# control_filtro

control_filtro/power_grid.png
Scale bar: 50 µm. Pins as bars on the die edge. Tap cells in gray.
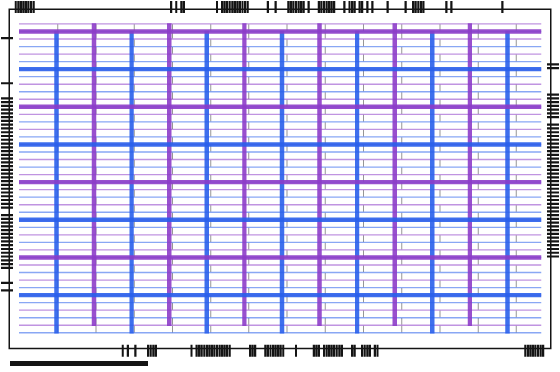

--- src/rtl/control_filtro.sv ---
// -----------------------------------------------------------------------------
// control_filtro
// Sequencer for a 3-tap FIR filter, y[n] = coef0*x[n] + coef1*x[n-1] +
// coef2*x[n-2]. The block does no arithmetic of its own. It drives operands
// and an operation code to an external arithmetic unit, one operation per
// cycle, and registers the results that come back.
//
// Ports
//   clk, reset          clock; asynchronous active-high reset
//   inicio              start request, accepted only in IDLE
//   x_in                new sample x[n], captured when inicio is accepted
//   coef0..coef2        coefficients, held stable by the user while ocupado=1
//   limpiar             clears the sample history, effective only in IDLE
//   ua_a, ua_b, ua_func operands and operation to the arithmetic unit
//                       (0 NOP, 1 add, 2 subtract, 3 multiply)
//   ua_y, ua_overflow   combinational result and overflow from the unit
//   ocupado             high in every state except IDLE
//   listo               one-cycle pulse; y_out/desborde valid while high
//   y_out, desborde     registered result and overflow summary, held
//   estado              current FSM state, for observation
//
// Handshake: a request is taken on a rising edge where inicio=1 and
// ocupado=0. There is no queueing, so inicio while busy is dropped.
// listo rises in the 6th cycle after the accepting edge. The next request
// can be accepted 7 cycles after the previous one.
// -----------------------------------------------------------------------------
module control_filtro #(
  parameter int ANCHO = 25
) (
  input  logic             clk,
  input  logic             reset,
  input  logic             inicio,
  input  logic [ANCHO-1:0] x_in,
  input  logic [ANCHO-1:0] coef0,
  input  logic [ANCHO-1:0] coef1,
  input  logic [ANCHO-1:0] coef2,
  input  logic             limpiar,
  output logic [ANCHO-1:0] ua_a,
  output logic [ANCHO-1:0] ua_b,
  output logic [2:0]       ua_func,
  input  logic [ANCHO-1:0] ua_y,
  input  logic             ua_overflow,
  output logic             ocupado,
  output logic             listo,
  output logic [ANCHO-1:0] y_out,
  output logic             desborde,
  output logic [2:0]       estado
);

  typedef enum logic [2:0] {
    IDLE = 3'd0,
    MUL0 = 3'd1,
    MUL1 = 3'd2,
    SUM1 = 3'd3,
    MUL2 = 3'd4,
    SUM2 = 3'd5,
    FIN  = 3'd6
  } state_t;

  localparam logic [2:0] OP_NOP = 3'h0;
  localparam logic [2:0] OP_ADD = 3'h1;
  localparam logic [2:0] OP_MUL = 3'h3;

  state_t           state, state_next;
  logic [ANCHO-1:0] xn, x1, x2;
  logic [ANCHO-1:0] acc, prod;
  logic             ovf_acc;

  // Next state and arithmetic-unit drive
  always_comb begin
    state_next = state;
    ua_a       = '0;
    ua_b       = '0;
    ua_func    = OP_NOP;
    case (state)
      IDLE: if (inicio) state_next = MUL0;
      MUL0: begin
        ua_a = xn;  ua_b = coef0; ua_func = OP_MUL; state_next = MUL1;
      end
      MUL1: begin
        ua_a = x1;  ua_b = coef1; ua_func = OP_MUL; state_next = SUM1;
      end
      SUM1: begin
        ua_a = acc; ua_b = prod;  ua_func = OP_ADD; state_next = MUL2;
      end
      MUL2: begin
        ua_a = x2;  ua_b = coef2; ua_func = OP_MUL; state_next = SUM2;
      end
      SUM2: begin
        ua_a = acc; ua_b = prod;  ua_func = OP_ADD; state_next = FIN;
      end
      FIN:     state_next = IDLE;
      default: state_next = IDLE;
    endcase
  end

  always_ff @(posedge clk or posedge reset) begin
    if (reset) state <= IDLE;
    else       state <= state_next;
  end

  // Datapath registers
  always_ff @(posedge clk or posedge reset) begin
    if (reset) begin
      xn       <= '0;
      x1       <= '0;
      x2       <= '0;
      acc      <= '0;
      prod     <= '0;
      ovf_acc  <= 1'b0;
      y_out    <= '0;
      desborde <= 1'b0;
    end else begin
      case (state)
        IDLE: begin
          // A clear together with a start empties the history before the
          // new sample is computed. x1/x2 are first read in MUL1, so the
          // clear has already landed by then.
          if (limpiar) begin
            x1 <= '0;
            x2 <= '0;
          end
          if (inicio) begin
            xn      <= x_in;
            ovf_acc <= 1'b0;
          end
        end
        MUL0: begin
          acc     <= ua_y;
          ovf_acc <= ovf_acc | ua_overflow;
        end
        MUL1, MUL2: begin
          prod    <= ua_y;
          ovf_acc <= ovf_acc | ua_overflow;
        end
        SUM1: begin
          acc     <= ua_y;
          ovf_acc <= ovf_acc | ua_overflow;
        end
        SUM2: begin
          // The final sum is being formed this cycle. Publish it, and its
          // overflow, directly instead of waiting one more cycle for acc.
          acc      <= ua_y;
          ovf_acc  <= ovf_acc | ua_overflow;
          y_out    <= ua_y;
          desborde <= ovf_acc | ua_overflow;
          x2       <= x1;
          x1       <= xn;
        end
        default: ;
      endcase
    end
  end

  assign ocupado = (state != IDLE);
  assign listo   = (state == FIN);
  assign estado  = state;

endmodule

--- config.mk ---
export PLATFORM = sky130hd
export DESIGN_NAME = control_filtro
export DESIGN_NICKNAME = d
export VERILOG_FILES = /design/src/rtl/control_filtro.sv
export SDC_FILE = /design/constraint.sdc
export NUM_CORES = 1
export LEC_CHECK = 0
export ABC_AREA = 0
export CORE_AREA = 3 3 192 119
export DETAILED_ROUTE_END_ITERATION = 16
export DIE_AREA = 0 0 195 122
export PLACE_DENSITY_LB_ADDON = 0.05
export REMOVE_ABC_BUFFERS = 1
export SYNTH_ARGS = -nofsm -noshare
export SYNTH_HDL_FRONTEND = slang
export SYNTH_SLANG_ARGS = --single-unit
--- constraint.sdc ---
create_clock -name clk -period 6.4 [get_ports clk]
set_input_delay 1.28 -clock clk [delete_from_list [all_inputs] [get_ports clk]]
set_output_delay 1.28 -clock clk [all_outputs]
set_load 0.01 [all_outputs]
# pipe_stage_reg

--- src/rtl/pipe_stage_reg.sv ---
// Pipeline-stage register with a valid/ready handshake and a 2-entry skid buffer.
// Every output comes straight from a flop, so ready never ripples combinationally
// across stages. The register supports a synchronous flush and a programmable reset value.
//
// Optional feature: define PIPE_STAGE_XFILT_EN (simulation builds) to drop any
// accepted beat whose data carries X/Z bits. Such a beat also raises the sticky xerr flag.
// Without the macro, every accepted beat is stored and xerr is tied low.
module pipe_stage_reg #(
  parameter int unsigned  N         = 32,
  parameter logic [N-1:0] RESET_VAL = {N{1'b1}}
) (
  input  logic         clk,
  input  logic         rst_n,
  input  logic         flush,
  input  logic [N-1:0] in_data,
  input  logic         in_valid,
  output logic         in_ready,
  output logic [N-1:0] out_data,
  output logic         out_valid,
  input  logic         out_ready,
  output logic [1:0]   occupancy,
  output logic         xerr
);

  // State encoding doubles as the valid bits: bit 0 = main_valid, bit 1 = skid_valid.
  typedef enum logic [1:0] {
    StEmpty = 2'b00,
    StOne   = 2'b01,
    StFull  = 2'b11
  } state_e;

  state_e       state_q, state_d;
  logic [N-1:0] main_q, main_d;
  logic [N-1:0] skid_q, skid_d;

  logic main_valid;
  logic skid_valid;
  logic in_fire;
  logic out_fire;
  logic accept;

  assign main_valid = state_q[0];
  assign skid_valid = state_q[1];

  assign in_ready  = ~skid_valid;
  assign out_valid = main_valid;
  assign out_data  = main_q;
  // 00 -> 0, 01 -> 1, 11 -> 2; the unused 10 code never occurs.
  assign occupancy = {skid_valid, main_valid & ~skid_valid};

  assign in_fire  = in_valid & in_ready;
  assign out_fire = main_valid & out_ready;

`ifdef PIPE_STAGE_XFILT_EN
  logic xerr_q, xerr_d;
  logic x_beat;

  // Any X/Z bit in the data makes the reduction XOR unknown.
  always_comb begin
    x_beat = 1'b0;
    if ((^in_data) === 1'bx) begin
      x_beat = 1'b1;
    end
  end

  // An X-carrying beat is acknowledged upstream but never stored.
  assign accept = in_fire & ~x_beat;

  // The sticky error flag clears only on reset.
  always_comb begin
    xerr_d = xerr_q | (in_fire & x_beat);
  end

  // Error flag register
  always_ff @(posedge clk) begin
    if (!rst_n) begin
      xerr_q <= 1'b0;
    end else begin
      xerr_q <= xerr_d;
    end
  end

  assign xerr = xerr_q;
`else
  assign accept = in_fire;
  assign xerr   = 1'b0;
`endif

  // Next-state and data-path selection; flush overrides all traffic.
  always_comb begin
    state_d = state_q;
    main_d  = main_q;
    skid_d  = skid_q;

    unique case (state_q)
      StEmpty: begin
        if (accept) begin
          state_d = StOne;
          main_d  = in_data;
        end
      end
      StOne: begin
        if (accept && out_fire) begin
          main_d = in_data;
        end else if (accept) begin
          state_d = StFull;
          skid_d  = in_data;
        end else if (out_fire) begin
          state_d = StEmpty;
        end
      end
      StFull: begin
        // in_ready is low here, so only the drain side can move.
        if (out_fire) begin
          state_d = StOne;
          main_d  = skid_q;
        end
      end
      default: begin
        state_d = StEmpty;
      end
    endcase

    // Flush kills held beats but leaves the data registers untouched.
    if (flush) begin
      state_d = StEmpty;
      main_d  = main_q;
      skid_d  = skid_q;
    end
  end

  // State and data registers; reset dominates flush and traffic.
  always_ff @(posedge clk) begin
    if (!rst_n) begin
      state_q <= StEmpty;
      main_q  <= RESET_VAL;
      skid_q  <= RESET_VAL;
    end else begin
      state_q <= state_d;
      main_q  <= main_d;
      skid_q  <= skid_d;
    end
  end

endmodule

--- config.mk ---
export PLATFORM = sky130hd
export DESIGN_NAME = pipe_stage_reg
export DESIGN_NICKNAME = d
export VERILOG_FILES = /design/src/rtl/pipe_stage_reg.sv
export SDC_FILE = /design/constraint.sdc
export NUM_CORES = 1
export LEC_CHECK = 0
export CORE_ASPECT_RATIO = 0.6
export CORE_MARGIN = 1.5
export CORE_UTILIZATION = 49
export CTS_CLUSTER_DIAMETER = 120
export DETAILED_ROUTE_END_ITERATION = 8
export HOLD_SLACK_MARGIN = 0.1
export PLACE_DENSITY = 0.79
export RECOVER_POWER = 25
export SYNTH_ARGS = -nofsm -noshare
export SYNTH_HDL_FRONTEND = slang
export SYNTH_SLANG_ARGS = --single-unit
--- constraint.sdc ---
create_clock -name clk -period 4.95 [get_ports clk]
set_input_delay 0.99 -clock clk [delete_from_list [all_inputs] [get_ports clk]]
set_output_delay 0.99 -clock clk [all_outputs]
set_load 0.02 [all_outputs]
control_filtro/placement_by_type.png
Scale bar: 50 µm.
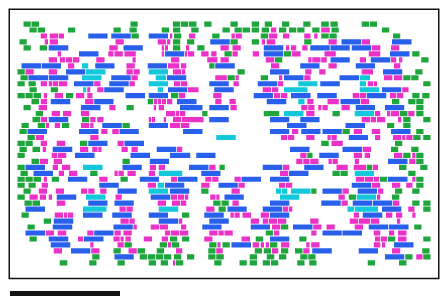
legend:
  other buffers and delay cells:
    color: green
    cells: 220
    share_of_their_area: 22%
  flops:
    color: blue
    cells: 155
    share_of_their_area: 39%
  clock drivers and dummy loads:
    color: cyan
    cells: 32
    share_of_their_area: 6.5%
  combinational and other logic:
    color: magenta
    cells: 357
    share_of_their_area: 32%

Notes on control_filtro/power_grid.png above:
legend:
  VSS:
    color: blue
  VDD:
    color: purple
met4 straps: 13
rows: 41
met1 rails: 42
tap cells: 279

==> flow_summary.ini, control_filtro <==
; implementation run metrics
[status]
status = complete, no violations

[logic_synthesis]
synthArstFlopShare = 1.00
edf_count = 0
synth-cells-yosys = 574
avgSynthCellArea_um2 = 12.9
ys_sh_xor = 0.00220
yosys-stat-area_um2 = 7390
logic_family = AND-OR/OR-AND gates
ys_sh_simple = 0.0125

[finish]
fin_nets = 881
inv_count = 3
register_area_um2 = 3880
antenna_cells = 0
drive_gt1_frac = 0.198
fill_cells = 1871
area_growth_pct = 39.1

[placed_design]
detailedPlace.worstSlack_ns = 2.06
hpwl_um = 13900

[global_routing]
antenna_found_initial = 1
grtUsageTotal = 0.196
grt_start_max_net_pins = 93

[pwr]
p_clk_frac = 0.190
p_comb_w = 0.00288
power.total_w = 0.00584

[route]
drt_iter0_drc = 389
routed.top_layer = met5
drcViolationCount = 0

[critical_path]
worst_setup_path_start_kind = flop
crit_buf_inv = 2

[cts]
cts_tree = yes
cts_buffer_depth = 2
clkTransAtPathRegs_ns = 0.06
clockRootBuffer = clkbuf_16

[timing]
setup_slack_ns = 1.64

[min_path]
min-delay-start = acc[1]

[floorplanning]
ioPinCount = 214
pipe_stage_reg/congestion.png
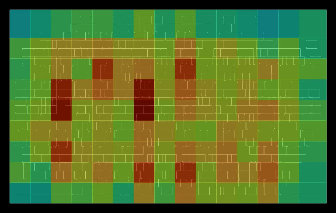
GR Layer Usage met2: 0.355
gr busiest metal: met2

==> flow_summary.ini, pipe_stage_reg <==
; implementation run metrics
[logic_synthesis]
ys_sh_xor = 0.00282
syn-instance-count = 353
ys_seq_share = 0.426
yosys.area.top_type = dfxtp_1
yosys-top-cells-count = nand2_1, dfxtp_1, a21oi_1, nor2b_1, nand3_1
yosys-stat-area_um2 = 3100

[finish]
inv_count = 2
final_common_cell = nand2_1
fin_nets = 448
drive_gt1_frac = 0.144
logic_gates = 251
fin_cells = 495
layout_top_cells = nand2_1, dfxtp_1, clkdlybuf4s50_1
clockBufferCount = 9
flops = 66

[placed_design]
detailedPlace.worstSlack_ns = 1.69
hpwl_um = 4760
port_buffers = 72

[cts]
cts_buffer_depth = 2
cts_tree = yes

[critical_path]
slowest_delay_ns = 0.75
cp_top_family = AND-OR/OR-AND gates
r2r_cells = 7
path_class = in2reg
cp.arrival_ns = 3.08

[floorplanning]
placementRows = 22

[timing]
setup_tns_ns = 0
drv_slew = 0
whs_ns = 0.470
clock.fmax_ghz = 0.344
tightest_slew_ns = 1.17
rsz0062_at_grt = false

[status]
status = complete, no violations

[route]
routed.top_layer = met4
drcViolationCount = 0

[global_routing]
grt_start_max_net_pins = 66
gr-total-overflow = 0

# spiral_gen_param

spiral_gen_param/power_grid.png
Scale bar: 20 µm. Pins as bars on the die edge. Tap cells in gray.
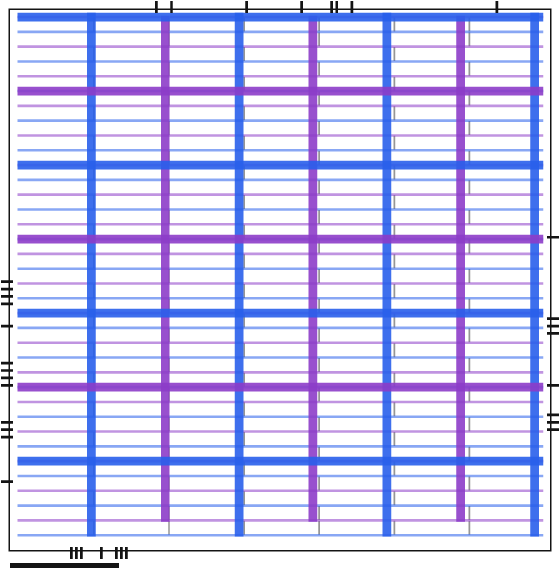
spiral_gen_param/placement_by_type.png
Scale bar: 20 µm.
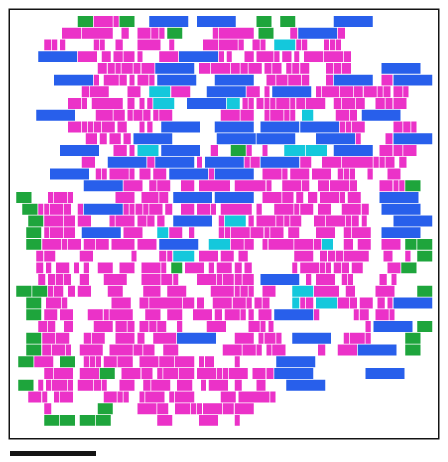
spiral_gen_param/clk_routes.png
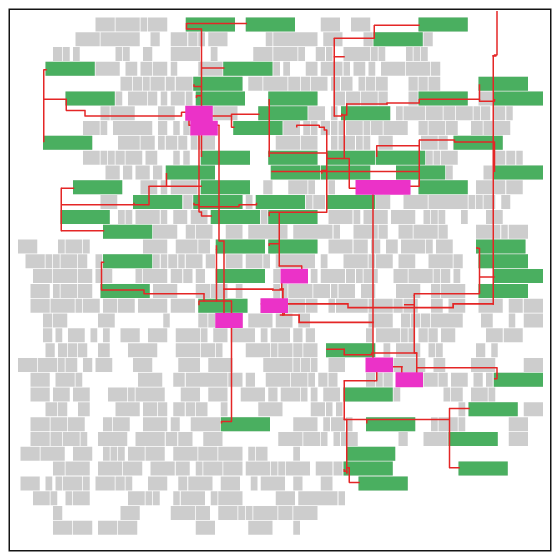
`src/rtl/spiral_pkg.sv`:
```
// Shared definitions for the spiral pattern generator.
//   PALETTE      : 8-entry colour table, 6-bit {R1,G1,B1,R0,G0,B0}
//   ST_*         : ping-pong FSM state encoding
//   MODE_*       : rotation mode encoding seen on the mode port
//   abs11        : magnitude of an 11-bit signed coordinate offset
package spiral_pkg;

    localparam logic [1:0] ST_FWD     = 2'd0;
    localparam logic [1:0] ST_PAUSE_F = 2'd1;
    localparam logic [1:0] ST_REV     = 2'd2;
    localparam logic [1:0] ST_PAUSE_R = 2'd3;

    localparam logic [1:0] MODE_FWD = 2'b00;
    localparam logic [1:0] MODE_REV = 2'b01;
    localparam logic [1:0] MODE_PP  = 2'b10;
    localparam logic [1:0] MODE_FRZ = 2'b11;

    // Frame counter width; comfortably covers any practical run/pause length.
    localparam int CNT_W = 16;

    // Listed from entry 7 down to entry 0 so that PALETTE[i] is entry i.
    localparam logic [7:0][5:0] PALETTE = {
        6'b010101,  // 7
        6'b111111,  // 6
        6'b101101,  // 5
        6'b001001,  // 4
        6'b011011,  // 3
        6'b010010,  // 2
        6'b110110,  // 1
        6'b100100   // 0
    };

    function automatic logic [10:0] abs11(input logic signed [10:0] v);
        return v[10] ? $unsigned(-v) : $unsigned(v);
    endfunction

endpackage

```
`src/rtl/spiral_polar.sv`:
```
// Stage 1 of the spiral pixel pipe: coarse polar decomposition of a pixel
// relative to the spiral centre.
//   clk, rst   : clock, asynchronous active-high reset
//   x_i, y_i   : pixel column / row
//   active_i   : visible-area flag, travels with the pixel as vld_o
//   rot_i      : rotation sampled together with the pixel
//   radius_o   : |sx| + |sy| (L1 radius)
//   octant_o   : {sx >= 0, sy >= 0, |sx| > |sy|}
//   fine_o     : half-octant bit, 2*min > max
//   vld_o      : registered active flag
//   rot_o      : registered rotation
module spiral_polar
    import spiral_pkg::*;
#(
    parameter int CENTER_X = 320,
    parameter int CENTER_Y = 240
)(
    input  logic        clk,
    input  logic        rst,
    input  logic [9:0]  x_i,
    input  logic [9:0]  y_i,
    input  logic        active_i,
    input  logic [7:0]  rot_i,
    output logic [11:0] radius_o,
    output logic [2:0]  octant_o,
    output logic        fine_o,
    output logic        vld_o,
    output logic [7:0]  rot_o
);

    logic signed [10:0] sx, sy;
    logic [10:0]        ax, ay, amax, amin;
    logic [11:0]        radius_d;
    logic [2:0]         octant_d;
    logic               fine_d;

    assign sx = $signed({1'b0, x_i}) - $signed(11'(CENTER_X));
    assign sy = $signed({1'b0, y_i}) - $signed(11'(CENTER_Y));
    assign ax = abs11(sx);
    assign ay = abs11(sy);

    assign amax = (ax > ay) ? ax : ay;
    assign amin = (ax > ay) ? ay : ax;

    assign radius_d = {1'b0, ax} + {1'b0, ay};
    assign octant_d = {~sx[10], ~sy[10], ax > ay};
    // Splits each octant in two: the bit is set once the minor axis exceeds
    // half of the major axis.
    assign fine_d   = {amin, 1'b0} > {1'b0, amax};

    // ---- stage 1 register boundary ----
    always_ff @(posedge clk or posedge rst) begin
        if (rst) begin
            radius_o <= '0;
            octant_o <= '0;
            fine_o   <= 1'b0;
            vld_o    <= 1'b0;
            rot_o    <= '0;
        end else begin
            radius_o <= radius_d;
            octant_o <= octant_d;
            fine_o   <= fine_d;
            vld_o    <= active_i;
            rot_o    <= rot_i;
        end
    end

endmodule

```
`src/rtl/spiral_gen_param.sv`:
```
// Rotating multi-arm spiral pattern generator.
//   clk, rst        : clock, asynchronous active-high reset
//   pattern_enable  : enables animation and colour output
//   x, y            : pixel column / row
//   active          : visible-area flag
//   next_frame      : one-cycle frame strobe
//   step_size       : rotation step per frame, quarter-LSB units of rotation
//   mode            : 00 forward, 01 reverse, 10 ping-pong, 11 frozen
//   rgb             : registered colour {R1,G1,B1,R0,G0,B0}, 2-cycle latency
module spiral_gen_param
    import spiral_pkg::*;
#(
    parameter int NUM_ARMS     = 6,
    parameter int CENTER_X     = 320,
    parameter int CENTER_Y     = 240,
    parameter int RADIUS_SHIFT = 2,
    parameter int MIN_RADIUS   = 20,
    parameter int RUN_FRAMES   = 120,
    parameter int PAUSE_FRAMES = 30
)(
    input  logic       clk,
    input  logic       rst,
    input  logic       pattern_enable,
    input  logic [9:0] x,
    input  logic [9:0] y,
    input  logic       active,
    input  logic       next_frame,
    input  logic [2:0] step_size,
    input  logic [1:0] mode,
    output logic [5:0] rgb
);

    localparam logic [CNT_W-1:0] RUN_LAST   = CNT_W'(RUN_FRAMES - 1);
    localparam logic [CNT_W-1:0] PAUSE_LAST = CNT_W'(PAUSE_FRAMES - 1);

    logic [9:0]       acc_q, acc_d;
    logic [1:0]       state_q, state_d;
    logic [CNT_W-1:0] cnt_q, cnt_d;
    logic [9:0]       step10;

    assign step10 = {7'b0, step_size};

    // Animation control: everything moves only on an enabled frame strobe,
    // so a mode change written mid-frame waits for the next strobe.
    always_comb begin
        acc_d   = acc_q;
        state_d = state_q;
        cnt_d   = cnt_q;
        if (pattern_enable && next_frame) begin
            case (mode)
                MODE_FWD: begin
                    acc_d   = acc_q + step10;
                    state_d = ST_FWD;
                    cnt_d   = '0;
                end
                MODE_REV: begin
                    acc_d   = acc_q - step10;
                    state_d = ST_FWD;
                    cnt_d   = '0;
                end
                MODE_FRZ: begin
                    state_d = ST_FWD;
                    cnt_d   = '0;
                end
                default: begin
                    // Ping-pong: the current state decides this frame's
                    // motion; the last frame of a phase also moves on.
                    case (state_q)
                        ST_FWD: begin
                            acc_d = acc_q + step10;
                            if (cnt_q == RUN_LAST) begin
                                state_d = ST_PAUSE_F;
                                cnt_d   = '0;
                            end else begin
                                cnt_d = cnt_q + 1'b1;
                            end
                        end
                        ST_PAUSE_F: begin
                            if (cnt_q == PAUSE_LAST) begin
                                state_d = ST_REV;
                                cnt_d   = '0;
                            end else begin
                                cnt_d = cnt_q + 1'b1;
                            end
                        end
                        ST_REV: begin
                            acc_d = acc_q - step10;
                            if (cnt_q == RUN_LAST) begin
                                state_d = ST_PAUSE_R;
                                cnt_d   = '0;
                            end else begin
                                cnt_d = cnt_q + 1'b1;
                            end
                        end
                        default: begin
                            if (cnt_q == PAUSE_LAST) begin
                                state_d = ST_FWD;
                                cnt_d   = '0;
                            end else begin
                                cnt_d = cnt_q + 1'b1;
                            end
                        end
                    endcase
                end
            endcase
        end
    end

    always_ff @(posedge clk or posedge rst) begin
        if (rst) begin
            acc_q   <= '0;
            state_q <= ST_FWD;
            cnt_q   <= '0;
        end else begin
            acc_q   <= acc_d;
            state_q <= state_d;
            cnt_q   <= cnt_d;
        end
    end

    logic [11:0] radius_p1;
    logic [2:0]  octant_p1;
    logic        fine_p1;
    logic        vld_p1;
    logic [7:0]  rot_p1;

    // Rotation is captured alongside the pixel, so the pixel presented in
    // the strobe cycle still sees the old rotation.
    spiral_polar #(
        .CENTER_X (CENTER_X),
        .CENTER_Y (CENTER_Y)
    ) u_polar (
        .clk      (clk),
        .rst      (rst),
        .x_i      (x),
        .y_i      (y),
        .active_i (active),
        .rot_i    (acc_q[9:2]),
        .radius_o (radius_p1),
        .octant_o (octant_p1),
        .fine_o   (fine_p1),
        .vld_o    (vld_p1),
        .rot_o    (rot_p1)
    );

    logic [7:0]  base_p1, angle_p1, rad_sh_p1, phase_p1;
    logic [11:0] prod_p1;
    logic [3:0]  arm_p1;
    logic        in_arm_p1;
    logic [5:0]  rgb_d, rgb_q;

    assign base_p1   = {octant_p1, fine_p1, 4'b0};
    assign angle_p1  = base_p1 + rot_p1;
    assign rad_sh_p1 = 8'(radius_p1 >> RADIUS_SHIFT);
    assign phase_p1  = angle_p1 - rad_sh_p1;
    // Scaling the phase by the arm count makes the top nibble the arm index
    // and bit 7 the half-period that separates an arm from its gap.
    assign prod_p1   = {4'b0, phase_p1} * 12'(NUM_ARMS);
    assign arm_p1    = 4'(prod_p1 >> 8);
    assign in_arm_p1 = ~prod_p1[7] && (radius_p1 > 12'(MIN_RADIUS));

    assign rgb_d = (vld_p1 && in_arm_p1 && pattern_enable) ? PALETTE[3'(arm_p1)] : 6'b0;

    // ---- stage 2 register boundary ----
    always_ff @(posedge clk or posedge rst) begin
        if (rst) begin
            rgb_q <= '0;
        end else begin
            rgb_q <= rgb_d;
        end
    end

    assign rgb = rgb_q;

endmodule

```
`config.mk`:
```
export PLATFORM = sky130hd
export DESIGN_NAME = spiral_gen_param
export DESIGN_NICKNAME = d
export VERILOG_FILES = /design/src/rtl/spiral_pkg.sv /design/src/rtl/spiral_polar.sv /design/src/rtl/spiral_gen_param.sv
export SDC_FILE = /design/constraint.sdc
export NUM_CORES = 1
export LEC_CHECK = 0
export CAP_MARGIN = 20
export CORE_UTILIZATION = 55
export CTS_BUF_LIST = sky130_fd_sc_hd__clkbuf_4 sky130_fd_sc_hd__clkbuf_8 sky130_fd_sc_hd__clkbuf_16
export DETAILED_ROUTE_END_ITERATION = 8
export GPL_TIMING_DRIVEN = 1
export PLACE_DENSITY = 0.75
export SKIP_CTS_REPAIR_TIMING = 1
export SLEW_MARGIN = 20
export SYNTH_ARGS = -nofsm -noshare
export SYNTH_HDL_FRONTEND = slang
export SYNTH_SLANG_ARGS = --single-unit
```
`constraint.sdc`:
```
create_clock -name clk -period 9.9 [get_ports clk]
set_input_delay 2.475 -clock clk [delete_from_list [all_inputs] [get_ports clk]]
set_output_delay 2.475 -clock clk [all_outputs]
set_load 0.02 [all_outputs]
```
==> flow_summary.ini <==
; implementation run metrics
[min_path]
holdCritPathClass = reg2reg

[logic_synthesis]
yosys.area.top_type = dfrtp_1
edf_count = 0
ys_warn_count = 0
yosys-top-cells-count = ha_1, inv_1, dfrtp_1, nor2_1, xnor2_1

[critical_path]
path_class = in2reg
rrSetupSlack_ns = 6.20
cp_top_family = AND-OR/OR-AND gates
crit_start = y[4]
crit_path_end = u_polar.fine_o
cp.required_ns = 10.09

[finish]
largest_reg_flops = 16
combGateArea_um2 = 3410
final_common_cell = ha_1
area_growth_pct = 12.3
drive_gt1_frac = 0.0841
clockBufferCount = 11

[route]
dr.pass1.iters = 4
drt-total-wl_um = 9980
viasPerCell = 5.54
vias = 4038
avgRoutedWirePerCell_um = 13.7

[timing]
slew_headroom = 0.512
drv_slew = 0
tightest_slew_ns = 0.733

[placed_design]
detailedPlace.worstSlack_ns = 2.52

[cts]
clkSinkCount = 59
htreeDepth = 3

[status]
status = complete, no violations

[global_routing]
use_met1 = 0.273
antenna_found_initial = 0
## Picture notes: spiral_gen_param/power_grid.png
legend:
  VSS:
    color: blue
  VDD:
    color: purple
tap cells: 111
signal pins: 36
rows: 35
met5 straps: 7

## Picture notes: spiral_gen_param/placement_by_type.png
legend:
  combinational and other logic:
    color: magenta
    cells: 506
    share_of_their_area: 64%
  other buffers and delay cells:
    color: green
    cells: 37
    share_of_their_area: 6.4%
  clock drivers and dummy loads:
    color: cyan
    cells: 16
    share_of_their_area: 3.3%
  flops:
    color: blue
    cells: 59
    share_of_their_area: 26%

## Picture notes: spiral_gen_param/clk_routes.png
legend:
  clock wires:
    color: red
    length: 872 µm
  flip-flops:
    color: green
    count: 59
  clock drivers:
    color: magenta
    count: 9
flops lie: widely spread
routed clock nets: 10



==> layout pictures side by side <==
Wiring by layer.
(a)
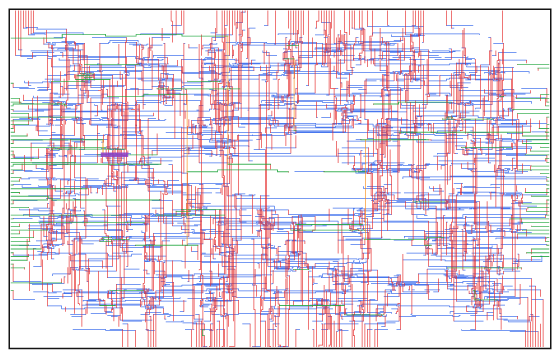
(b)
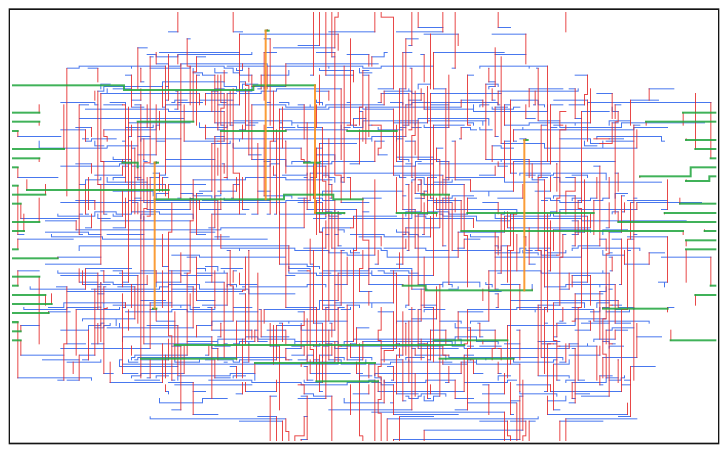
(c)
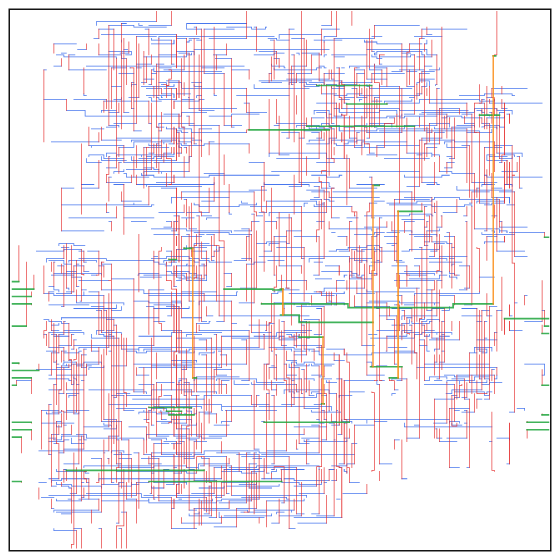
- (a) = control_filtro
- (c) = spiral_gen_param
- (b) = pipe_stage_reg

